=== wb_master_lsu ===
**wb_master_lsu: gate families picked out**

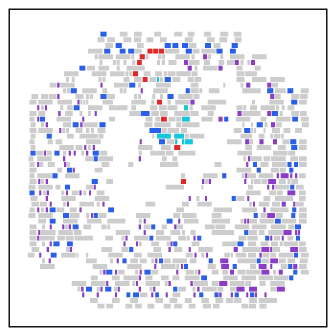

`config.mk`:
```
export PLATFORM = sky130hd
export DESIGN_NAME = wb_master_lsu
export DESIGN_NICKNAME = d
export VERILOG_FILES = /design/src/rtl/wb_master_lsu.sv
export SDC_FILE = /design/constraint.sdc
export NUM_CORES = 1
export LEC_CHECK = 0
export CORE_MARGIN = 8
export CORE_UTILIZATION = 25
export DETAILED_ROUTE_END_ITERATION = 16
export GPL_TIMING_DRIVEN = 0
export SLEW_MARGIN = 20
export SYNTH_ARGS = -nofsm -noshare
export SYNTH_HDL_FRONTEND = slang
export SYNTH_SLANG_ARGS = --single-unit
export TNS_END_PERCENT = 30
```
`constraint.sdc`:
```
create_clock -name wb_clk_i -period 1.28 [get_ports wb_clk_i]
set_input_delay 0.128 -clock wb_clk_i [delete_from_list [all_inputs] [get_ports wb_clk_i]]
set_output_delay 0.128 -clock wb_clk_i [all_outputs]
set_load 0.03 [all_outputs]
```
`src/rtl/wb_master_lsu.sv`:
```
// Load/store unit to Wishbone classic initiator: one request at a time, size-coded select, extended load data.
// Optional ack timeout is enabled by defining WB_MASTER_TIMEOUT_EN.
module wb_master_lsu #(
  parameter int WB_DATA_WIDTH  = 32,
  parameter int WB_ADDR_WIDTH  = 32,
  parameter int WB_SEL_WIDTH   = WB_DATA_WIDTH / 8,
  parameter int TIMEOUT_CYCLES = 255
) (
  input  logic                     wb_clk_i,
  input  logic                     wb_rst_i,
  input  logic                     req_valid_i,
  output logic                     req_ready_o,
  input  logic [WB_ADDR_WIDTH-1:0] req_addr_i,
  input  logic                     req_we_i,
  input  logic [1:0]               req_size_i,
  input  logic                     req_signed_i,
  input  logic [WB_DATA_WIDTH-1:0] req_data_i,
  output logic                     rsp_valid_o,
  output logic [WB_DATA_WIDTH-1:0] rsp_data_o,
  output logic                     rsp_err_o,
  output logic [WB_ADDR_WIDTH-1:0] wb_addr_o,
  output logic [WB_DATA_WIDTH-1:0] wb_data_o,
  output logic [WB_SEL_WIDTH-1:0]  wb_sel_o,
  output logic                     wb_we_o,
  output logic                     wb_cyc_o,
  output logic                     wb_stb_o,
  input  logic [WB_DATA_WIDTH-1:0] wb_data_i,
  input  logic                     wb_ack_i
);

  if (WB_DATA_WIDTH != 32) begin : g_bad_width
    $error("wb_master_lsu supports only a 32-bit data bus");
  end
  if (TIMEOUT_CYCLES < 1 || TIMEOUT_CYCLES > 255) begin : g_bad_timeout
    $error("TIMEOUT_CYCLES must be in 1..255");
  end

  typedef enum logic [1:0] {
    S_IDLE = 2'd0,
    S_BUS  = 2'd1,
    S_RESP = 2'd2
  } state_t;

  localparam logic [WB_SEL_WIDTH-1:0] SEL_BYTE = WB_SEL_WIDTH'(1);
  localparam logic [WB_SEL_WIDTH-1:0] SEL_HALF = WB_SEL_WIDTH'(3);
  localparam logic [WB_SEL_WIDTH-1:0] SEL_WORD = '1;

  state_t                   state_q, state_d;
  logic [WB_ADDR_WIDTH-1:0] addr_q;
  logic [WB_DATA_WIDTH-1:0] data_q;
  logic [1:0]               size_q;
  logic                     we_q;
  logic                     signed_q;
  logic [WB_DATA_WIDTH-1:0] rsp_data_q;
  logic                     rsp_err_q;
  logic                     req_bad;
  logic                     timeout_hit;
  logic [WB_DATA_WIDTH-1:0] load_ext;

  // Size 11 and misaligned half/word requests never reach the bus.
  always_comb begin
    req_bad = 1'b0;
    case (req_size_i)
      2'b00:   req_bad = 1'b0;
      2'b01:   req_bad = req_addr_i[0];
      2'b10:   req_bad = (req_addr_i[1:0] != 2'b00);
      default: req_bad = 1'b1;
    endcase
  end

  always_comb begin
    load_ext = wb_data_i;
    case (size_q)
      2'b00:   load_ext = {{(WB_DATA_WIDTH-8){signed_q & wb_data_i[7]}}, wb_data_i[7:0]};
      2'b01:   load_ext = {{(WB_DATA_WIDTH-16){signed_q & wb_data_i[15]}}, wb_data_i[15:0]};
      default: load_ext = wb_data_i;
    endcase
  end

`ifdef WB_MASTER_TIMEOUT_EN
  localparam logic [7:0] TMO_LAST = 8'(TIMEOUT_CYCLES - 1);
  logic [7:0] tmo_cnt_q;

  always_ff @(posedge wb_clk_i) begin
    if (wb_rst_i || state_q != S_BUS) begin
      tmo_cnt_q <= '0;
    end else if (!wb_ack_i) begin
      tmo_cnt_q <= tmo_cnt_q + 8'd1;
    end
  end

  // Ack on the terminal-count cycle still completes normally.
  assign timeout_hit = (state_q == S_BUS) && !wb_ack_i && (tmo_cnt_q == TMO_LAST);
`else
  assign timeout_hit = 1'b0;
`endif

  always_ff @(posedge wb_clk_i) begin
    if (wb_rst_i) begin
      state_q <= S_IDLE;
    end else begin
      state_q <= state_d;
    end
  end

  always_comb begin
    state_d     = state_q;
    req_ready_o = 1'b0;
    rsp_valid_o = 1'b0;
    rsp_data_o  = '0;
    rsp_err_o   = 1'b0;
    wb_cyc_o    = 1'b0;
    wb_stb_o    = 1'b0;
    wb_we_o     = 1'b0;
    wb_addr_o   = '0;
    wb_data_o   = '0;
    wb_sel_o    = '0;
    case (state_q)
      S_IDLE: begin
        req_ready_o = 1'b1;
        if (req_valid_i) begin
          state_d = req_bad ? S_RESP : S_BUS;
        end
      end
      S_BUS: begin
        wb_cyc_o  = 1'b1;
        wb_stb_o  = 1'b1;
        wb_we_o   = we_q;
        wb_addr_o = addr_q;
        wb_data_o = data_q;
        case (size_q)
          2'b00:   wb_sel_o = SEL_BYTE;
          2'b01:   wb_sel_o = SEL_HALF;
          default: wb_sel_o = SEL_WORD;
        endcase
        if (wb_ack_i || timeout_hit) begin
          state_d = S_RESP;
        end
      end
      S_RESP: begin
        rsp_valid_o = 1'b1;
        rsp_data_o  = rsp_data_q;
        rsp_err_o   = rsp_err_q;
        state_d     = S_IDLE;
      end
      default: state_d = S_IDLE;
    endcase
  end

  // Request capture and response formation; slave data is only valid in the ack cycle.
  always_ff @(posedge wb_clk_i) begin
    if (wb_rst_i) begin
      addr_q     <= '0;
      data_q     <= '0;
      size_q     <= 2'b00;
      we_q       <= 1'b0;
      signed_q   <= 1'b0;
      rsp_data_q <= '0;
      rsp_err_q  <= 1'b0;
    end else begin
      case (state_q)
        S_IDLE: begin
          if (req_valid_i) begin
            addr_q     <= req_addr_i;
            data_q     <= req_data_i;
            size_q     <= req_size_i;
            we_q       <= req_we_i;
            signed_q   <= req_signed_i;
            rsp_data_q <= '0;
            rsp_err_q  <= req_bad;
          end
        end
        S_BUS: begin
          if (wb_ack_i) begin
            rsp_data_q <= we_q ? '0 : load_ext;
            rsp_err_q  <= 1'b0;
          end else if (timeout_hit) begin
            rsp_data_q <= '0;
            rsp_err_q  <= 1'b1;
          end
        end
        default: ;
      endcase
    end
  end

endmodule

```
=== exi_tx_flat ===
[config.mk]
export PLATFORM = sky130hd
export DESIGN_NAME = exi_tx_flat
export DESIGN_NICKNAME = d
export VERILOG_FILES = /design/src/rtl/exi_tx_if.sv /design/src/rtl/exi_tx.sv /design/src/flat_wrapper.sv
export SDC_FILE = /design/constraint.sdc
export NUM_CORES = 1
export LEC_CHECK = 0
export CAP_MARGIN = 20
export CORE_AREA = 4 4 62 86
export DETAILED_ROUTE_END_ITERATION = 12
export DIE_AREA = 0 0 66 90
export PLACE_DENSITY = 0.8
export SKIP_CTS_REPAIR_TIMING = 1
export SLEW_MARGIN = 20
export SYNTH_ARGS = -nofsm -noshare
export SYNTH_HDL_FRONTEND = slang
export SYNTH_SLANG_ARGS = --single-unit
export TNS_END_PERCENT = 100
[constraint.sdc]
create_clock -name clk -period 5.88 [get_ports clk]
set_clock_uncertainty 0.15 [all_clocks]
set_input_delay 0.588 -clock clk [delete_from_list [all_inputs] [get_ports clk]]
set_output_delay 0.588 -clock clk [all_outputs]
set_load 0.02 [all_outputs]
[src/rtl/exi_tx_if.sv]
// ============================================================================
// Module   : exi_tx_if
// Brief    : EXI pin bundle (sck/cs/miso) plus the DPRAM read port of exi_tx.
// Revision : 1.0 - initial release
// ============================================================================
`default_nettype none

interface exi_tx_if #(
   parameter int DATA_W = 8,
   parameter int ADDR_W = 8
);
   logic              sck;
   logic              cs;
   logic              miso;
   logic              miso_oe;
   logic [ADDR_W-1:0] ram_addr;
   logic              ram_rd;
   logic [DATA_W-1:0] ram_rdata;

   // The environment drives the EXI pins and the RAM data
   modport master (
      output sck, cs, ram_rdata,
      input  miso, miso_oe, ram_addr, ram_rd
   );

   modport slave (
      input  sck, cs, ram_rdata,
      output miso, miso_oe, ram_addr, ram_rd
   );
endinterface

`default_nettype wire

[src/rtl/exi_tx.sv]
// ============================================================================
// Module   : exi_tx
// Brief    : EXI slave transmitter, mode 0, MSB-first, one-byte RAM look-ahead.
// Revision : 1.0 - initial release
// ============================================================================
`default_nettype none

module exi_tx #(
   parameter int DATA_W = 8,
   parameter int ADDR_W = 8
) (
   input  logic              clk,
   input  logic              rst,
   exi_tx_if.slave           exi,
   input  logic [ADDR_W-1:0] base_addr,
   output logic              byte_done,
   output logic [7:0]        tx_count,
   output logic              underrun
);

   localparam int                 c_CNT_W   = $clog2(DATA_W);
   localparam logic [c_CNT_W-1:0] c_CNT_MAX = c_CNT_W'(DATA_W - 1);

   typedef enum logic [1:0] {
      S_IDLE  = 2'd0,
      S_LOAD  = 2'd1,
      S_SHIFT = 2'd2
   } state_t;

   state_t              r_state;
   logic [2:0]          r_sck_sync;
   logic [2:0]          r_cs_sync;
   logic [DATA_W-1:0]   r_shreg;
   logic [DATA_W-1:0]   r_next;
   logic                r_next_valid;
   logic                r_byte_cmpl;
   logic [c_CNT_W-1:0]  r_bit_cnt;
   logic [ADDR_W-1:0]   r_ram_addr;
   logic                r_ram_rd;
   logic                r_miso;
   logic                r_miso_oe;
   logic                r_byte_done;
   logic [7:0]          r_tx_count;
   logic                r_underrun;

   logic w_sck_rise;
   logic w_sck_fall;
   logic w_start;
   logic w_end;
   logic w_cs_active;

   assign w_sck_rise  = (r_sck_sync[2:1] == 2'b01);
   assign w_sck_fall  = (r_sck_sync[2:1] == 2'b10);
   assign w_start     = (r_cs_sync[2:1] == 2'b10);
   assign w_end       = (r_cs_sync[2:1] == 2'b01);
   assign w_cs_active = ~r_cs_sync[1];

   always_ff @(posedge clk) begin
      if (rst) begin
         r_state      <= S_IDLE;
         r_sck_sync   <= '0;
         r_cs_sync    <= '0;
         r_shreg      <= '0;
         r_next       <= '0;
         r_next_valid <= 1'b0;
         r_byte_cmpl  <= 1'b0;
         r_bit_cnt    <= c_CNT_MAX;
         r_ram_addr   <= '0;
         r_ram_rd     <= 1'b0;
         r_miso       <= 1'b0;
         r_miso_oe    <= 1'b0;
         r_byte_done  <= 1'b0;
         r_tx_count   <= '0;
         r_underrun   <= 1'b0;
      end else begin
         r_sck_sync  <= {r_sck_sync[1:0], exi.sck};
         r_cs_sync   <= {r_cs_sync[1:0], exi.cs};
         r_ram_rd    <= 1'b0;
         r_byte_done <= 1'b0;

         // A cs fall always (re)starts the message, whatever state we are in
         if (w_start) begin
            r_ram_addr  <= base_addr;
            r_ram_rd    <= 1'b1;
            r_tx_count  <= '0;
            r_underrun  <= 1'b0;
            r_miso      <= 1'b0;
            r_miso_oe   <= 1'b0;
            r_state     <= S_LOAD;
         end else if (w_end && (r_state != S_IDLE)) begin
            r_miso       <= 1'b0;
            r_miso_oe    <= 1'b0;
            r_next_valid <= 1'b0;
            r_byte_cmpl  <= 1'b0;
            r_state      <= S_IDLE;
         end else begin
            case (r_state)
               S_IDLE: begin
                  r_miso    <= 1'b0;
                  r_miso_oe <= 1'b0;
               end

               S_LOAD: begin
                  r_shreg      <= exi.ram_rdata;
                  r_miso       <= 1'b0;
                  r_miso_oe    <= 1'b1;
                  r_bit_cnt    <= c_CNT_MAX;
                  r_next_valid <= 1'b0;
                  r_byte_cmpl  <= 1'b0;
                  r_state      <= S_SHIFT;
               end

               S_SHIFT: begin
                  r_miso <= r_shreg[DATA_W-1];
                  if (w_cs_active && w_sck_rise) begin
                     if (r_bit_cnt == '0) begin
                        r_bit_cnt   <= c_CNT_MAX;
                        r_byte_cmpl <= 1'b1;
                        r_byte_done <= 1'b1;
                        if (r_tx_count != 8'hFF) begin
                           r_tx_count <= r_tx_count + 8'd1;
                        end
                        // A still-unconsumed look-ahead byte blocks the next read
                        if (!r_next_valid) begin
                           r_ram_addr <= r_ram_addr + ADDR_W'(1);
                           r_ram_rd   <= 1'b1;
                        end
                     end else begin
                        r_bit_cnt <= r_bit_cnt - c_CNT_W'(1);
                     end
                  end
                  if (w_cs_active && w_sck_fall) begin
                     if (r_byte_cmpl) begin
                        r_byte_cmpl <= 1'b0;
                        if (r_next_valid) begin
                           r_shreg      <= r_next;
                           r_next_valid <= 1'b0;
                        end else begin
                           r_shreg    <= '1;
                           r_underrun <= 1'b1;
                        end
                     end else if (r_bit_cnt != c_CNT_MAX) begin
                        r_shreg <= {r_shreg[DATA_W-2:0], 1'b0};
                     end
                  end
                  // Late-arriving read data still lands even on an underrun fall
                  if (r_ram_rd) begin
                     r_next       <= exi.ram_rdata;
                     r_next_valid <= 1'b1;
                  end
               end

               default: r_state <= S_IDLE;
            endcase
         end
      end
   end

   assign exi.miso     = r_miso;
   assign exi.miso_oe  = r_miso_oe;
   assign exi.ram_addr = r_ram_addr;
   assign exi.ram_rd   = r_ram_rd;
   assign byte_done    = r_byte_done;
   assign tx_count     = r_tx_count;
   assign underrun     = r_underrun;

endmodule

`default_nettype wire

[src/flat_wrapper.sv]
// flat-port wrapper written by rule: the top's interface ports become plain ports
module exi_tx_flat 
#(
   parameter int DATA_W = 8,
   parameter int ADDR_W = 8
)
  (clk, rst, base_addr, byte_done, tx_count, underrun, exi_sck, exi_cs, exi_ram_rdata, exi_miso, exi_miso_oe, exi_ram_addr, exi_ram_rd);
  exi_tx_if #(.DATA_W(DATA_W), .ADDR_W(ADDR_W)) exi_i ();
  input  logic clk;
  input  logic rst;
  input  logic [ADDR_W-1:0] base_addr;
  output logic byte_done;
  output logic [7:0] tx_count;
  output logic underrun;
  input wire logic [$bits(exi_i.sck)-1:0] exi_sck;
  input wire logic [$bits(exi_i.cs)-1:0] exi_cs;
  input wire logic [$bits(exi_i.ram_rdata)-1:0] exi_ram_rdata;
  output wire logic [$bits(exi_i.miso)-1:0] exi_miso;
  output wire logic [$bits(exi_i.miso_oe)-1:0] exi_miso_oe;
  output wire logic [$bits(exi_i.ram_addr)-1:0] exi_ram_addr;
  output wire logic [$bits(exi_i.ram_rd)-1:0] exi_ram_rd;
  assign exi_i.sck = exi_sck;
  assign exi_i.cs = exi_cs;
  assign exi_i.ram_rdata = exi_ram_rdata;
  assign exi_miso = exi_i.miso;
  assign exi_miso_oe = exi_i.miso_oe;
  assign exi_ram_addr = exi_i.ram_addr;
  assign exi_ram_rd = exi_i.ram_rd;
  exi_tx #(.DATA_W(DATA_W), .ADDR_W(ADDR_W)) u_core (.clk(clk), .rst(rst), .exi(exi_i), .base_addr(base_addr), .byte_done(byte_done), .tx_count(tx_count), .underrun(underrun));
endmodule
=== dmem_arbiter_flat ===
**config.mk**
```make
export PLATFORM = sky130hd
export DESIGN_NAME = dmem_arbiter_flat
export DESIGN_NICKNAME = d
export VERILOG_FILES = /design/src/rtl/dmem_arbiter_if.sv /design/src/rtl/dmem_arbiter.sv /design/src/flat_wrapper.sv
export SDC_FILE = /design/constraint.sdc
export NUM_CORES = 1
export LEC_CHECK = 0
export ABC_CLOCK_PERIOD_IN_PS = 2900
export CORE_ASPECT_RATIO = 1.1
export CORE_MARGIN = 1.5
export CORE_UTILIZATION = 43
export DETAILED_ROUTE_END_ITERATION = 10
export PLACE_DENSITY = 0.86
export RECOVER_POWER = 100
export SETUP_SLACK_MARGIN = 0.4
export SLEW_MARGIN = 15
export SYNTH_ARGS = -nofsm -noshare
export SYNTH_HDL_FRONTEND = slang
export SYNTH_SLANG_ARGS = --single-unit
```
**constraint.sdc**
```tcl
create_clock -name clk -period 2.9 [get_ports clk]
set_input_delay 0.435 -clock clk [delete_from_list [all_inputs] [get_ports clk]]
set_output_delay 0.435 -clock clk [all_outputs]
set_load 0.02 [all_outputs]
```
**src/rtl/dmem_arbiter_if.sv**
```systemverilog
// Requester channel of the data-memory arbiter: one instance per master.
// The master modport belongs to the requester, the slave modport to the arbiter.
interface dmem_arbiter_if #(
  parameter int AW = 32,
  parameter int DW = 32
);
  logic          req;
  logic          we;
  logic [AW-1:0] addr;
  logic [DW-1:0] wdata;
  logic          gnt;
  logic          ack;
  logic [DW-1:0] rdata;

  modport master (output req, we, addr, wdata, input gnt, ack, rdata);
  modport slave  (input req, we, addr, wdata, output gnt, ack, rdata);
endinterface

```
**src/rtl/dmem_arbiter.sv**
```systemverilog
// Two-master arbiter/sequencer for the single-port data memory (IDLE/ISSUE/WAIT/DONE).
// Optional grant/conflict counters are compiled in when DMEM_ARB_STATS_EN is defined.
module dmem_arbiter #(
  parameter int AW        = 32,
  parameter int DW        = 32,
  parameter int MEM_LAT   = 1,
  parameter int PRIO_MODE = 0
) (
  input  logic           clk,
  input  logic           rst,
  dmem_arbiter_if.slave  m0,
  dmem_arbiter_if.slave  m1,
  output logic           mem_ce,
  output logic           mem_we,
  output logic [AW-1:0]  mem_addr,
  output logic [DW-1:0]  mem_wdata,
  input  logic [DW-1:0]  mem_rdata
`ifdef DMEM_ARB_STATS_EN
  ,
  output logic [15:0]    stat_m0,
  output logic [15:0]    stat_m1,
  output logic [15:0]    stat_conflict
`endif
);

  typedef enum logic [1:0] {IDLE, ISSUE, WAIT, DONE} state_t;

  state_t        state_q;
  logic [2:0]    cnt_q;
  logic          win_q;
  logic          last_q;
  logic          we_q;
  logic [AW-1:0] addr_q;
  logic [DW-1:0] wdata_q;
  logic          ce_q;
  logic          mwe_q;
  logic          gnt0_q, gnt1_q;
  logic          ack0_q, ack1_q;
  logic [DW-1:0] rd0_q, rd1_q;

  logic          any_req;
  logic          both_req;
  logic          win_d;
  logic          sel_we_d;
  logic [AW-1:0] sel_addr_d;
  logic [DW-1:0] sel_wdata_d;

  assign any_req  = m0.req | m1.req;
  assign both_req = m0.req & m1.req;

  // win=1 selects m1; last_q=1 means m1 was served last
  always_comb begin
    win_d = ~m0.req;
    if (both_req) begin
      win_d = (PRIO_MODE != 0) ? 1'b0 : ~last_q;
    end
    sel_we_d    = win_d ? m1.we    : m0.we;
    sel_addr_d  = win_d ? m1.addr  : m0.addr;
    sel_wdata_d = win_d ? m1.wdata : m0.wdata;
  end

  always_ff @(posedge clk or negedge rst) begin
    if (!rst) begin
      state_q <= IDLE;
      cnt_q   <= '0;
      win_q   <= 1'b0;
      last_q  <= 1'b1;
      we_q    <= 1'b0;
      addr_q  <= '0;
      wdata_q <= '0;
      ce_q    <= 1'b0;
      mwe_q   <= 1'b0;
      gnt0_q  <= 1'b0;
      gnt1_q  <= 1'b0;
      ack0_q  <= 1'b0;
      ack1_q  <= 1'b0;
      rd0_q   <= '0;
      rd1_q   <= '0;
    end else begin
      case (state_q)
        IDLE: begin
          if (any_req) begin
            win_q   <= win_d;
            we_q    <= sel_we_d;
            addr_q  <= sel_addr_d;
            wdata_q <= sel_wdata_d;
            ce_q    <= 1'b1;
            mwe_q   <= sel_we_d;
            gnt0_q  <= ~win_d;
            gnt1_q  <= win_d;
            state_q <= ISSUE;
          end
        end
        ISSUE: begin
          ce_q  <= 1'b0;
          mwe_q <= 1'b0;
          if (we_q || MEM_LAT == 0) begin
            if (!we_q) begin
              if (win_q) rd1_q <= mem_rdata;
              else       rd0_q <= mem_rdata;
            end
            ack0_q  <= ~win_q;
            ack1_q  <= win_q;
            state_q <= DONE;
          end else begin
            cnt_q   <= 3'(MEM_LAT - 1);
            state_q <= WAIT;
          end
        end
        WAIT: begin
          if (cnt_q != 3'd0) begin
            cnt_q <= cnt_q - 3'd1;
          end else begin
            if (win_q) rd1_q <= mem_rdata;
            else       rd0_q <= mem_rdata;
            ack0_q  <= ~win_q;
            ack1_q  <= win_q;
            state_q <= DONE;
          end
        end
        DONE: begin
          ack0_q  <= 1'b0;
          ack1_q  <= 1'b0;
          gnt0_q  <= 1'b0;
          gnt1_q  <= 1'b0;
          last_q  <= win_q;
          state_q <= IDLE;
        end
        default: state_q <= IDLE;
      endcase
    end
  end

  assign mem_ce    = ce_q;
  assign mem_we    = mwe_q;
  assign mem_addr  = addr_q;
  assign mem_wdata = wdata_q;
  assign m0.gnt    = gnt0_q;
  assign m1.gnt    = gnt1_q;
  assign m0.ack    = ack0_q;
  assign m1.ack    = ack1_q;
  assign m0.rdata  = rd0_q;
  assign m1.rdata  = rd1_q;

`ifdef DMEM_ARB_STATS_EN
  logic [15:0] stat_m0_q, stat_m1_q, stat_conflict_q;

  function automatic logic [15:0] sat_inc(input logic [15:0] v);
    return (v == 16'hFFFF) ? v : v + 16'd1;
  endfunction

  always_ff @(posedge clk or negedge rst) begin
    if (!rst) begin
      stat_m0_q       <= '0;
      stat_m1_q       <= '0;
      stat_conflict_q <= '0;
    end else if (state_q == IDLE && any_req) begin
      if (win_d) stat_m1_q <= sat_inc(stat_m1_q);
      else       stat_m0_q <= sat_inc(stat_m0_q);
      if (both_req) stat_conflict_q <= sat_inc(stat_conflict_q);
    end
  end

  assign stat_m0       = stat_m0_q;
  assign stat_m1       = stat_m1_q;
  assign stat_conflict = stat_conflict_q;
`endif

endmodule

```
**src/flat_wrapper.sv**
```systemverilog
// flat-port wrapper written by rule: the top's interface ports become plain ports
module dmem_arbiter_flat 
#(
  parameter int AW        = 32,
  parameter int DW        = 32,
  parameter int MEM_LAT   = 1,
  parameter int PRIO_MODE = 0
)
  (clk, rst, mem_ce, mem_we, mem_addr, mem_wdata, mem_rdata, m0_req, m0_we, m0_addr, m0_wdata, m0_gnt, m0_ack, m0_rdata, m1_req, m1_we, m1_addr, m1_wdata, m1_gnt, m1_ack, m1_rdata);
  dmem_arbiter_if #(.AW(AW), .DW(DW)) m0_i ();
  dmem_arbiter_if #(.AW(AW), .DW(DW)) m1_i ();
  input  logic clk;
  input  logic rst;
  output logic mem_ce;
  output logic mem_we;
  output logic [AW-1:0] mem_addr;
  output logic [DW-1:0] mem_wdata;
  input  logic [DW-1:0] mem_rdata;
  input wire logic [$bits(m0_i.req)-1:0] m0_req;
  input wire logic [$bits(m0_i.we)-1:0] m0_we;
  input wire logic [$bits(m0_i.addr)-1:0] m0_addr;
  input wire logic [$bits(m0_i.wdata)-1:0] m0_wdata;
  output wire logic [$bits(m0_i.gnt)-1:0] m0_gnt;
  output wire logic [$bits(m0_i.ack)-1:0] m0_ack;
  output wire logic [$bits(m0_i.rdata)-1:0] m0_rdata;
  input wire logic [$bits(m1_i.req)-1:0] m1_req;
  input wire logic [$bits(m1_i.we)-1:0] m1_we;
  input wire logic [$bits(m1_i.addr)-1:0] m1_addr;
  input wire logic [$bits(m1_i.wdata)-1:0] m1_wdata;
  output wire logic [$bits(m1_i.gnt)-1:0] m1_gnt;
  output wire logic [$bits(m1_i.ack)-1:0] m1_ack;
  output wire logic [$bits(m1_i.rdata)-1:0] m1_rdata;
  assign m0_i.req = m0_req;
  assign m0_i.we = m0_we;
  assign m0_i.addr = m0_addr;
  assign m0_i.wdata = m0_wdata;
  assign m0_gnt = m0_i.gnt;
  assign m0_ack = m0_i.ack;
  assign m0_rdata = m0_i.rdata;
  assign m1_i.req = m1_req;
  assign m1_i.we = m1_we;
  assign m1_i.addr = m1_addr;
  assign m1_i.wdata = m1_wdata;
  assign m1_gnt = m1_i.gnt;
  assign m1_ack = m1_i.ack;
  assign m1_rdata = m1_i.rdata;
  dmem_arbiter #(.AW(AW), .DW(DW), .MEM_LAT(MEM_LAT), .PRIO_MODE(PRIO_MODE)) u_core (.clk(clk), .rst(rst), .m0(m0_i), .m1(m1_i), .mem_ce(mem_ce), .mem_we(mem_we), .mem_addr(mem_addr), .mem_wdata(mem_wdata), .mem_rdata(mem_rdata));
endmodule
```
=== axi_tagc_way_arbiter ===
File: src/rtl/axi_llc_pkg.sv
// Shared cache-unit encoding and data-way request/response structures for the LLC tag controller.
package axi_llc_pkg;

  localparam int unsigned NumUnits  = 4;
  localparam int unsigned UnitW     = $clog2(NumUnits);
  localparam int unsigned DATA_W    = 32;
  localparam int unsigned WayIndW   = 2;
  localparam int unsigned LineAddrW = 8;
  localparam int unsigned BlkOffW   = 2;

  typedef enum logic [UnitW-1:0] {
    RChanUnit  = 2'd0,
    WChanUnit  = 2'd1,
    EvictUnit  = 2'd2,
    RefillUnit = 2'd3
  } cache_unit_e;

  typedef logic [UnitW-1:0] unit_idx_t;

  typedef struct packed {
    unit_idx_t             cache_unit;
    logic                  we;
    logic [WayIndW-1:0]    way_ind;
    logic [LineAddrW-1:0]  line_addr;
    logic [BlkOffW-1:0]    blk_offset;
    logic [DATA_W-1:0]     data;
  } way_inp_t;

  typedef struct packed {
    unit_idx_t             cache_unit;
    logic [DATA_W-1:0]     data;
  } way_oup_t;

  // Increment with wrap at n, used for round-robin pointers of any unit count.
  function automatic int unsigned wrap_inc(input int unsigned v, input int unsigned n);
    return (v + 1 >= n) ? 0 : v + 1;
  endfunction

endpackage

File: src/rtl/axi_tagc_route_fifo.sv
// Ordered record of which unit issued each in-flight data-way read; head names the
// destination of the next returning response.
module axi_tagc_route_fifo
  import axi_llc_pkg::*;
#(
  parameter int unsigned NumUnits = axi_llc_pkg::NumUnits,
  parameter int unsigned MaxOutst = 4,
  localparam int unsigned EntryW  = (NumUnits > 1) ? $clog2(NumUnits) : 1
) (
  input  logic              clk_i,
  input  logic              rst_ni,
  input  logic              push_i,
  input  logic [EntryW-1:0] data_i,
  input  logic              pop_i,
  output logic              full_o,
  output logic              empty_o,
  output logic [EntryW-1:0] head_o
);

  localparam int unsigned PtrW = $clog2(MaxOutst);
  localparam int unsigned CntW = PtrW + 1;

  logic [EntryW-1:0] mem_q [MaxOutst];
  logic [EntryW-1:0] mem_d [MaxOutst];
  logic [PtrW-1:0]   wr_ptr_q, wr_ptr_d, rd_ptr_q, rd_ptr_d;
  logic [CntW-1:0]   count_q, count_d;
  logic              push_eff, pop_eff;

  assign full_o  = (count_q == CntW'(MaxOutst));
  assign empty_o = (count_q == '0);
  assign head_o  = mem_q[rd_ptr_q];

  // Push is gated by the current full flag even when a pop happens in the same cycle.
  always_comb begin
    push_eff = push_i && !full_o;
    pop_eff  = pop_i && !empty_o;
    mem_d    = mem_q;
    wr_ptr_d = wr_ptr_q;
    rd_ptr_d = rd_ptr_q;
    if (push_eff) begin
      mem_d[wr_ptr_q] = data_i;
      wr_ptr_d        = wr_ptr_q + PtrW'(1);
    end
    if (pop_eff) begin
      rd_ptr_d = rd_ptr_q + PtrW'(1);
    end
    count_d = count_q + CntW'(push_eff) - CntW'(pop_eff);
  end

  always_ff @(posedge clk_i) begin
    if (!rst_ni) begin
      wr_ptr_q <= '0;
      rd_ptr_q <= '0;
      count_q  <= '0;
    end else begin
      wr_ptr_q <= wr_ptr_d;
      rd_ptr_q <= rd_ptr_d;
      count_q  <= count_d;
    end
  end

  always_ff @(posedge clk_i) begin
    mem_q <= mem_d;
  end

  a_occupancy: assert property (@(posedge clk_i) count_q <= CntW'(MaxOutst));

endmodule

File: src/rtl/axi_tagc_way_arbiter.sv
// Round-robin arbiter sharing the data-way port among cache units, with response steering
// driven by the order in which reads were issued.
module axi_tagc_way_arbiter
  import axi_llc_pkg::*;
#(
  parameter int unsigned NumUnits = axi_llc_pkg::NumUnits,
  parameter int unsigned MaxOutst = 4,
  parameter type way_inp_t = axi_llc_pkg::way_inp_t,
  parameter type way_oup_t = axi_llc_pkg::way_oup_t
) (
  input  logic                clk_i,
  input  logic                rst_ni,
  input  way_inp_t            unit_req_i [NumUnits],
  input  logic [NumUnits-1:0] unit_valid_i,
  output logic [NumUnits-1:0] unit_ready_o,
  output way_inp_t            way_inp_o,
  output logic                way_inp_valid_o,
  input  logic                way_inp_ready_i,
  input  way_oup_t            way_out_i,
  input  logic                way_out_valid_i,
  output logic                way_out_ready_o,
  output way_oup_t            unit_rsp_o,
  output logic [NumUnits-1:0] unit_rsp_valid_o,
  input  logic [NumUnits-1:0] unit_rsp_ready_i
);

  localparam int unsigned UnitW = (NumUnits > 1) ? $clog2(NumUnits) : 1;
  typedef logic [UnitW-1:0] idx_t;

  idx_t                rr_ptr_q, rr_ptr_d, lock_win_q, lock_win_d, win, head;
  logic                lock_q, lock_d;
  logic                route_full, route_empty, push, pop, inp_hs;
  logic [NumUnits-1:0] eligible;

  // Descending scan so the candidate closest to rr_ptr is the last (winning) assignment.
  always_comb begin
    eligible        = '0;
    win             = rr_ptr_q;
    way_inp_valid_o = 1'b0;
    for (int i = 0; i < NumUnits; i++) begin
      eligible[i] = unit_valid_i[i] && (unit_req_i[i].we || !route_full);
    end
    if (lock_q) begin
      win             = lock_win_q;
      way_inp_valid_o = eligible[lock_win_q];
    end else begin
      for (int k = NumUnits - 1; k >= 0; k--) begin
        if (eligible[idx_t'((int'(rr_ptr_q) + k) % int'(NumUnits))]) begin
          win             = idx_t'((int'(rr_ptr_q) + k) % int'(NumUnits));
          way_inp_valid_o = 1'b1;
        end
      end
    end
    way_inp_o            = unit_req_i[win];
    way_inp_o.cache_unit = win;
    unit_ready_o         = '0;
    unit_ready_o[win]    = way_inp_valid_o && way_inp_ready_i;
    inp_hs               = way_inp_valid_o && way_inp_ready_i;
    push                 = inp_hs && !way_inp_o.we;
  end

  // A stalled grant is frozen until it completes so the request seen by the ways never changes.
  always_comb begin
    rr_ptr_d   = rr_ptr_q;
    lock_d     = lock_q;
    lock_win_d = lock_win_q;
    if (inp_hs) begin
      rr_ptr_d = idx_t'(wrap_inc(32'(win), NumUnits));
      lock_d   = 1'b0;
    end else if (way_inp_valid_o) begin
      lock_d     = 1'b1;
      lock_win_d = win;
    end
  end

  always_comb begin
    unit_rsp_valid_o = '0;
    way_out_ready_o  = 1'b0;
    if (!route_empty) begin
      unit_rsp_valid_o[head] = way_out_valid_i;
      way_out_ready_o        = unit_rsp_ready_i[head];
    end
    unit_rsp_o            = way_out_i;
    unit_rsp_o.cache_unit = head;
    pop                   = way_out_valid_i && way_out_ready_o;
  end

  always_ff @(posedge clk_i) begin
    if (!rst_ni) begin
      rr_ptr_q   <= '0;
      lock_q     <= 1'b0;
      lock_win_q <= '0;
    end else begin
      rr_ptr_q   <= rr_ptr_d;
      lock_q     <= lock_d;
      lock_win_q <= lock_win_d;
    end
  end

  axi_tagc_route_fifo #(
    .NumUnits (NumUnits),
    .MaxOutst (MaxOutst)
  ) u_route_fifo (
    .clk_i   (clk_i),
    .rst_ni  (rst_ni),
    .push_i  (push),
    .data_i  (win),
    .pop_i   (pop),
    .full_o  (route_full),
    .empty_o (route_empty),
    .head_o  (head)
  );

  a_inp_stable: assert property (@(posedge clk_i)
    (rst_ni && way_inp_valid_o && !way_inp_ready_i) |=>
      (!rst_ni || (way_inp_valid_o && $stable(way_inp_o))));
  a_rsp_onehot: assert property (@(posedge clk_i) $onehot0(unit_rsp_valid_o));
  a_rsp_no_route: assert property (@(posedge clk_i) !(rst_ni && way_out_valid_i && route_empty));

endmodule

File: config.mk
export PLATFORM = sky130hd
export DESIGN_NAME = axi_tagc_way_arbiter
export DESIGN_NICKNAME = d
export VERILOG_FILES = /design/src/rtl/axi_llc_pkg.sv /design/src/rtl/axi_tagc_route_fifo.sv /design/src/rtl/axi_tagc_way_arbiter.sv
export SDC_FILE = /design/constraint.sdc
export NUM_CORES = 1
export LEC_CHECK = 0
export CAP_MARGIN = 20
export CORE_AREA = 2 2 125 127
export DETAILED_ROUTE_END_ITERATION = 6
export DIE_AREA = 0 0 127 129
export PLACE_DENSITY = 0.64
export SLEW_MARGIN = 20
export SYNTH_ARGS = -nofsm -noshare
export SYNTH_HDL_FRONTEND = slang
export SYNTH_SLANG_ARGS = --single-unit
File: constraint.sdc
create_clock -name clk_i -period 6.44 [get_ports clk_i]
set_clock_uncertainty 0.05 [all_clocks]
set_input_delay 1.932 -clock clk_i [delete_from_list [all_inputs] [get_ports clk_i]]
set_output_delay 1.932 -clock clk_i [all_outputs]
set_load 0.01 [all_outputs]

==> screenshots <==
Register map, names as in the netlist.
Other sequential cells in the stronger gray, the rest of the logic in the fainter gray.
Plate I
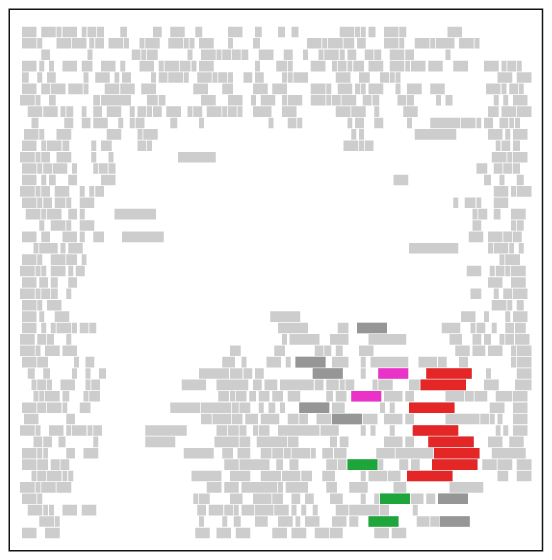
Plate II
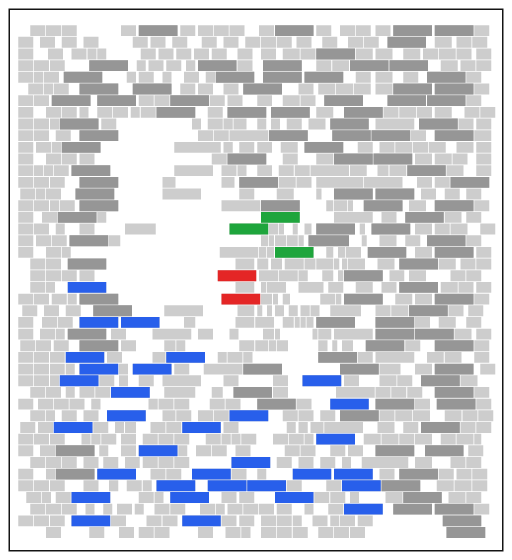
Plate III
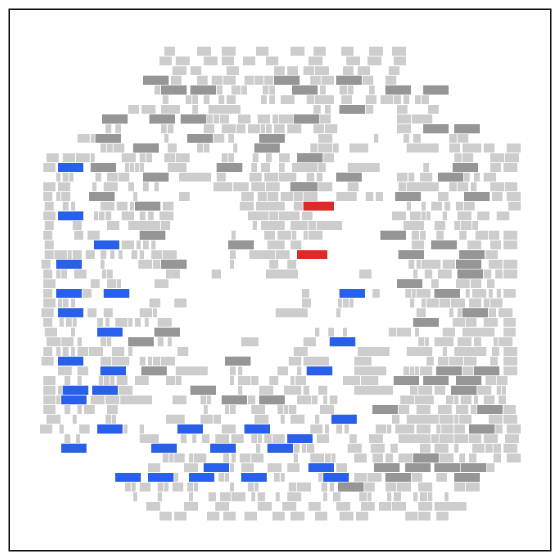
Plate IV
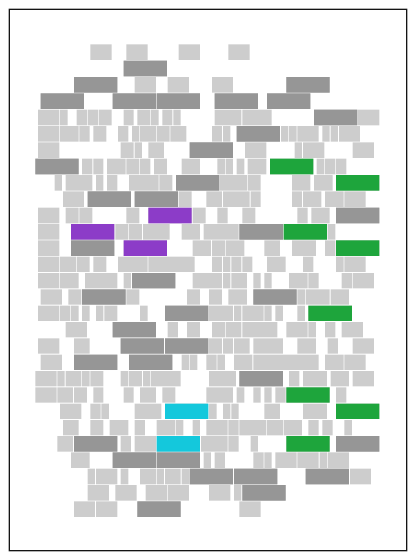
wb_master_lsu -> Plate III
exi_tx_flat -> Plate IV
dmem_arbiter_flat -> Plate II
axi_tagc_way_arbiter -> Plate I
The one with the fewest cells is Plate IV.
The one with the most sequential cells is Plate II.

Key to Plate IV:
- purple: u_core.r_sck_sync (flops 3)
- cyan: u_core.r_state (flops 2)
- green: u_core.r_shreg (flops 8; where right middle)
- not colored: 37

**dmem_arbiter_flat: gate families picked out**

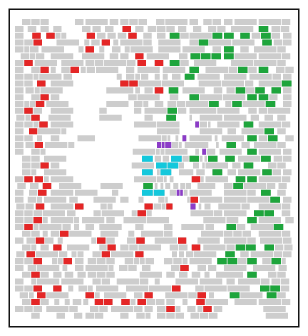
- green: mux cells (cells 68; most used mux2_2)
- cyan: fa/ha/maj cells (cells 8; most used ha_1; where middle)
- purple: nand cells (cells 9; most used nand3_1; where middle)
- red: non-inverting ao/oa cells (cells 69; most used a221o_1)
multi-input gate share of the layout cell area: 22.5%
tally of non-filler cells in the final layout: 925
Top cell excl fill/tap: sky130_fd_sc_hd__clkdlybuf4s50_1

==> notes.md, dmem_arbiter_flat <==
Quick summary of the implementation run below.

The placer's final routability congestion estimate came out at 0.788. The first global-routing pass estimated 27200 µm of wire. Among all cell classes, the greatest summed area belongs to sequential cells.

The placement-stage cell area came out at 9110 µm². The synthesis run identifies the leading combinational cell family as AND-OR/OR-AND gates. The core outline area is 13300 µm².

The final power report lists total power as 11.2 mW. The run finished with clean final reports. The chip area in the Yosys report came out at 5900 µm².

The tightest slew margin relative to the limit came out at 13.7%. TritonCTS built the clock tree. STA classifies the critical path startpoint as a flop. The detailed-route wire length per cell is 18.6 µm.

The overall die width came out at 115 µm. The net count after synthesis came out at 600. Clock tree synthesis selected as its root buffer the cell sky130_fd_sc_hd__clkbuf_16. The count of endpoints failing hold in the final timing report is 0.

The report lists the cells along the critical path as inv_1 -> ha_1 -> ha_1 -> nand3_1 -> clkbuf_1 -> mux2_2. The worst hold slack is 498 ps. The report puts the hold buffer count at CTS at 1. Setup slack on the worst path after placement came out at 638 ps. The post-synthesis cell type count came out at 33. The share of total power in the clock network is 20.1%.

The worst endpoint data arrival time is 2600 ps. The length of the first detailed-routing pass in iterations is 6. The switching share of power came out at 36.6%.

The report lists the power per cell area as 1150 nW/µm². The slack of the worst reg-to-reg path is 590 ps. The largest buffer count on any clock path is 2. The fraction of area in non-clock buffers is 31.9%. The cell that appears most often on the critical path is sky130_fd_sc_hd__ha_1.
**wb_master_lsu: track usage over the die**

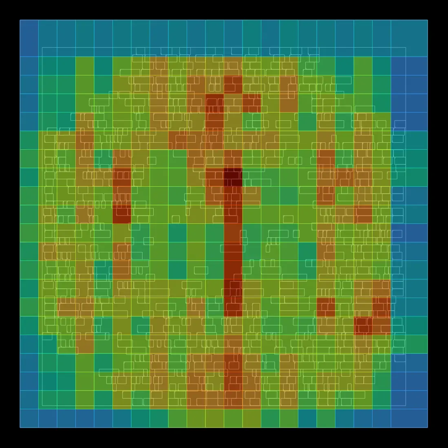
grt met3 use: 6.30%
met2 GRT Util: 24.1%
Wirelength per Cell: 17.0 µm

## Picture notes: 'gate families picked out' of wb_master_lsu
- purple: nand cells (cells 161; most used nand2_1)
- red: non-inverting ao/oa cells (cells 11; most used o21a_1; where top middle)
- blue: and/or cells (cells 102; most used and2_4; where all over the die)
- cyan: nor cells (cells 8; most used nor2_1; where middle)
tally of non-filler cells in the final layout: 1069
multi-input gate share of the layout cell area: 31.4%
Top cell excl fill/tap: sky130_fd_sc_hd__nand2_1

==> notes.md, wb_master_lsu <==
Quick summary of the implementation run below.

The count of endpoints failing hold in the final timing report is 0. The via count of the first global-routing pass is 4737. The tightest min-delay check is of the primary input to flop type.

The post-cts sizing count came out at 759. The biggest area consumer among cell classes is buffers. The xor/xnor cell area share of the yosys netlist came out at 0%.

The multi-input combinational cells in the finished layout cover a total of 2660 µm². The met2 routed wirelength came out at 8450 µm. The net count after synthesis is 690. The worst setup path is launched from a flop. The number of max-cap violations is 0.

For reference, the critical path is launched at state_q[1]. The slack of the critical path came out at -394 ps. The routed length on met1 came out at 7890 µm.

The largest registers in the layout are addr_q x32, data_q x32, rsp_data_q x32. The total cells reported by yosys after synthesis is 586. The placement-stage cell area is 7040 µm². The first-iteration detailed-routing DRC count came out at 140. For this design the top-level I/O count stands at 210. The overall die width came out at 152 µm.

The cell count along the critical path came out at 6. The placement row count is 49. The cell sequence reported for the critical path is nor2b_4 -> buf_12 -> buf_6 -> buf_8 -> and2_4 -> buf_6.

The flow ran to the end, but the final reports show violations. The power per cell area is 963 nW/µm². The vertical die dimension came out at 152 µm. The final reports fail on negative setup slack. The critical path class is flop to output port.

The top layer used by detailed routing is met5. The stage-log warning count came out at 29. The final antenna-violating net count came out at 0. The simple-gate share of the synthesized area came out at 29.4%. The number of buffers added by the clock tree synthesis step is 9. Setup repair after global routing could not meet its margin everywhere.

On the worst path, the slowest cell contributes a delay of 400 ps. The max-slew violation total from the final report came out at 0. Non-clock buffers make up 37.1% of the layout cell area.

The length of the first detailed-routing pass in iterations is 4. Counting stages on the worst path, the most repeated cell is sky130_fd_sc_hd__buf_6. The fraction of synthesized cell area taken by the top area cell type is 44.8%.

Sorting the synthesized cells by how often they occur yields 144 x sky130_fd_sc_hd__nand2_1, 103 x sky130_fd_sc_hd__dfxtp_1, 100 x sky130_fd_sc_hd__a21oi_1. The completed layout was analyzed and its total power is 8.16 mW. The capture point of the critical path was reported as rsp_data_o[14]. The number of sinks on the clock net came out at 103.

In the final layout, flip-flops and latches occupy 2070 µm². The synthesis report lists the most area-consuming cells as sky130_fd_sc_hd__dfxtp_1 45%, sky130_fd_sc_hd__and2_1 13%, sky130_fd_sc_hd__nand2_1 12%. The register share of the cell area is 24.4%.

Counting cells, the worst reg-to-reg path comes to 7. The clock-pin transition on the worst setup and hold timing paths came out at 70 ps. The final tally of setup violations came out at 204. The top power consumer group is sequential cells. The minimum clock period after layout came out at 1670 ps. The switching component of the power is 2.23 mW. The worst min-delay path endpoint is data_q[27].

The combinational logic power is 1.85 mW. The worst IR drop on VDD is 0.660 mV. The number of remaining DRC errors came out at 0. The die area is 23000 µm².

For reference, full adder, half adder and majority cells occupy 0% of the area reported after synthesis. The worst hold slack came out at 195 ps. The chip area in the Yosys report came out at 4600 µm².

sky130_fd_sc_hd__nand2_1 is the most common cell in the netlist. Per the post-synthesis report, the number of cells in the design is 586. The mean instance size in the synthesized netlist is 7.85 µm².
**axi_tagc_way_arbiter: track usage over the die**

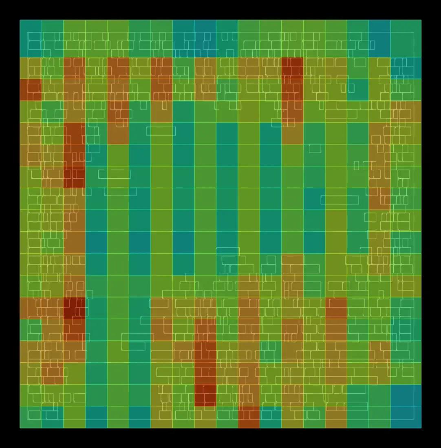
total routing usage reported by global routing: 15.8%
M1 GR Usage: 19.1%
Wirelength per Cell: 15.3 µm

==> notes.md, axi_tagc_way_arbiter <==
Quick summary of the implementation run below.

Per the area breakdown, the dominant cell category is buffers. The critical path ends at way_inp_o[13]. The total design power came out at 1.67 mW. The detailed router placed 4073 vias in this run. The final HPWL from detailed placement is 10100 µm. Ranked by total cell area, the synthesized netlist is headed by sky130_fd_sc_hd__nand2_1 24%, sky130_fd_sc_hd__and3_1 10%, sky130_fd_sc_hd__a31oi_1 9.2%. The clock-cell share of area is 1.30%. The peak fanout along the critical path came out at 4.

The power report attributes to the sequential group a share of 11.8%. The largest net degree at the start of global routing is 35. The most heavily used metal layer in global routing is met2. The post-synth count of flops with an enable pin is 8. The largest registers in the layout are u_route_fifo.mem_q x8, u_route_fifo.count_q x3. Post-CTS timing repair inserted 11 buffers for setup. The share of total power in the clock network is 7.5%.

After synthesis, flip-flops and latches occupy 16.0% of the total area. The flow ran to the end, and the final reports show no timing, DRC or antenna violations. The synthesis stats list as the most numerous cell sky130_fd_sc_hd__nand2_1. The area added between synthesis and finish is 103%. Multi-input logic gates represent a cell area share of 34.7%. For reference, the top logic cell family by area is simple AND/OR/NAND/NOR gates.

The final antenna-violating net count came out at 0. The leading cell type in the layout, fill and taps excluded is sky130_fd_sc_hd__clkdlybuf4s50_1. The flow inserted 188 tap cells. The slack of the critical path came out at 119 ps. The core utilization before placement is 20.0%. For the worst min-delay path, the startpoint reported by OpenROAD is u_route_fifo.wr_ptr_q[0]. Per the detail_route log, the uppermost layer with routed signals is met4.

The antenna cell count is 0.
**exi_tx_flat: track usage over the die**

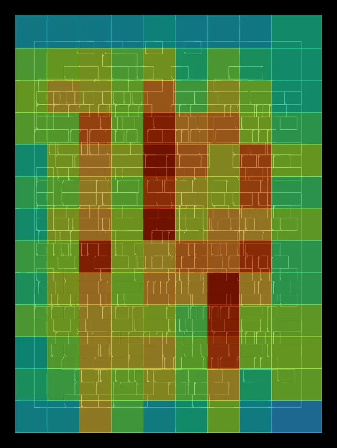
Wirelength per Cell: 14.8 µm
global-route layer with the greatest usage: met2
grt met3 use: 3.49%

==> notes.md, exi_tx_flat <==
Quick summary of the implementation run below.

The post-route fraction of the period consumed by the critical path is 43.4%. The critical path class is flop to flop. The smallest clock period supported by the final layout is computed as 2550 ps. The number of placed instances with taps included came out at 366.

The total clock network power came out at 0.242 mW. The mean instance size in the synthesized netlist came out at 8.85 µm². Summed over all nets, wire length on met2 after detailed routing comes to 2850 µm. The final-layout setup total negative slack is 0 ps. Global routing used 35.4% of the available met2 tracks.

The met1 track utilization from global routing is 23.7%. The multi-input gate share of the layout cell area is 44.6%. The cell type with the largest total area after synthesis is sky130_fd_sc_hd__dfxtp_1. The post-synthesis mux area share is 4.47%. The largest net degree at the start of global routing is 39. The combined global-route utilization of all metal layers is 20.2%. The number of flip-flops and latches is 50. Per the layout area report, the combinational gate area comes to 1340 µm². The critical path maximum fanout is 15. Non-clock buffering takes up 13.6% of total cell area after layout. In the final design database the tool counted 340 nets. Hold-check failures listed in the final report amount to 0. The combinational logic power came out at 0.0468 mW. The count of library flops with an enable pin came out at 0.

The number of cells traversed by the worst hold path came out at 1. The flip-flop cell with the highest count after synthesis is sky130_fd_sc_hd__dfxtp_1. The overall die width came out at 66 µm. The largest buffer count on any clock path is 2. The flow ran to the end, and the final reports show no timing, DRC or antenna violations. Max-cap violations in this run came to 0.

The tap cell count came out at 62. The post-synthesis cell count came out at 278. The count of port buffers added during placement is 40. The count of clock buffers in the final design is 6. Of the total synthesized cell area, the portion taken by AND-OR and OR-AND cells is 20.7%.

The cell sequence reported for the critical path is inv_1 -> ha_1 -> and4bb_4 -> nand4_4 -> or4_1 -> a311oi_1. The layout cell share with drive strength beyond 1 is 6.75%. The first-iteration detailed-routing DRC count came out at 146. The register share of the cell area is 33.4%. The combinational fraction of design power came out at 7.3%. The highest attainable clock frequency came out at 392 MHz. The worst hold slack came out at 297 ps.

For reference, the critical path is launched at u_core.r_state[0]. The cell area after synthesis is 2460 µm². The total via count after detailed routing came out at 2189.

The required time of the critical path came out at 5950 ps. At the floorplan stage, the core utilization is reported as 54.3%. The completed layout was analyzed and its total power is 0.640 mW.


==> notes/layouts.md <==
Pictures saved along the way, in no particular order.

Metal 2.
Cells faint in the background.
picture 1
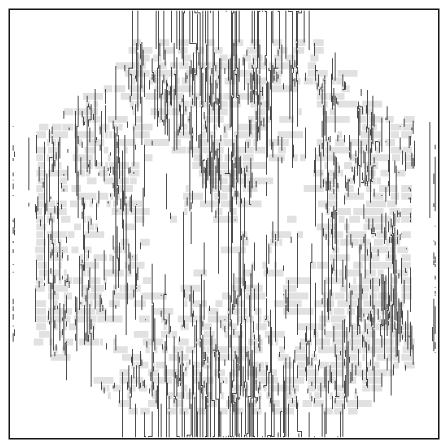
picture 2
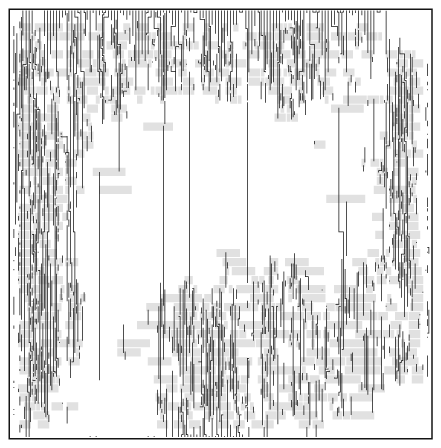
picture 3
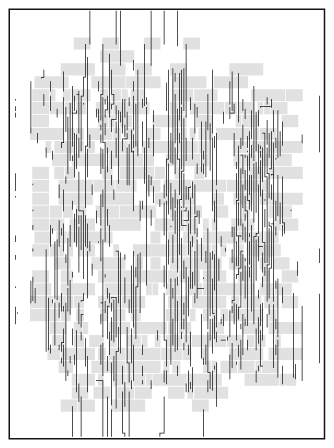
picture 4
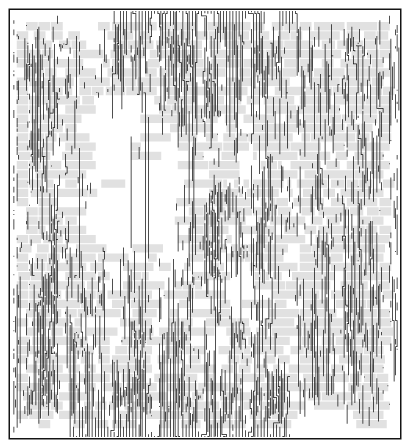
- axi_tagc_way_arbiter = picture 2
- dmem_arbiter_flat = picture 4
- exi_tx_flat = picture 3
- wb_master_lsu = picture 1


==> gallery <==
M3 wires.
shot_01.png
Bar = 50 µm.
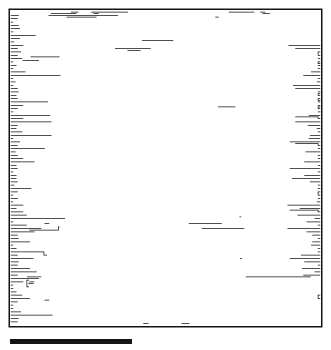
shot_02.png
Bar = 20 µm.
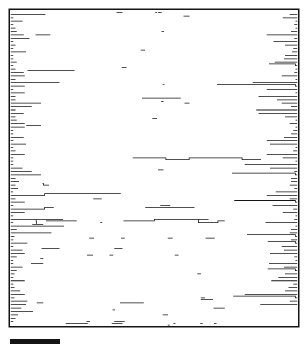
shot_03.png
Bar = 50 µm.
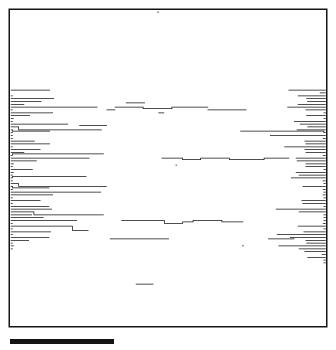
shot_04.png
Bar = 20 µm.
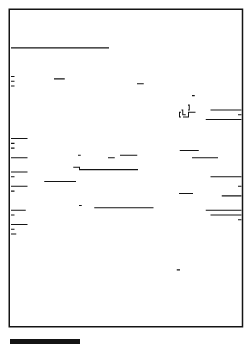
For exi_tx_flat, see shot_04.png.
For dmem_arbiter_flat, see shot_02.png.
For axi_tagc_way_arbiter, see shot_01.png.
For wb_master_lsu, see shot_03.png.

Key to shot_04.png:
- wire length on this layer: 196 µm
- longest straight run: 27.6 µm

Power is estimated from default activity; no workload was simulated.
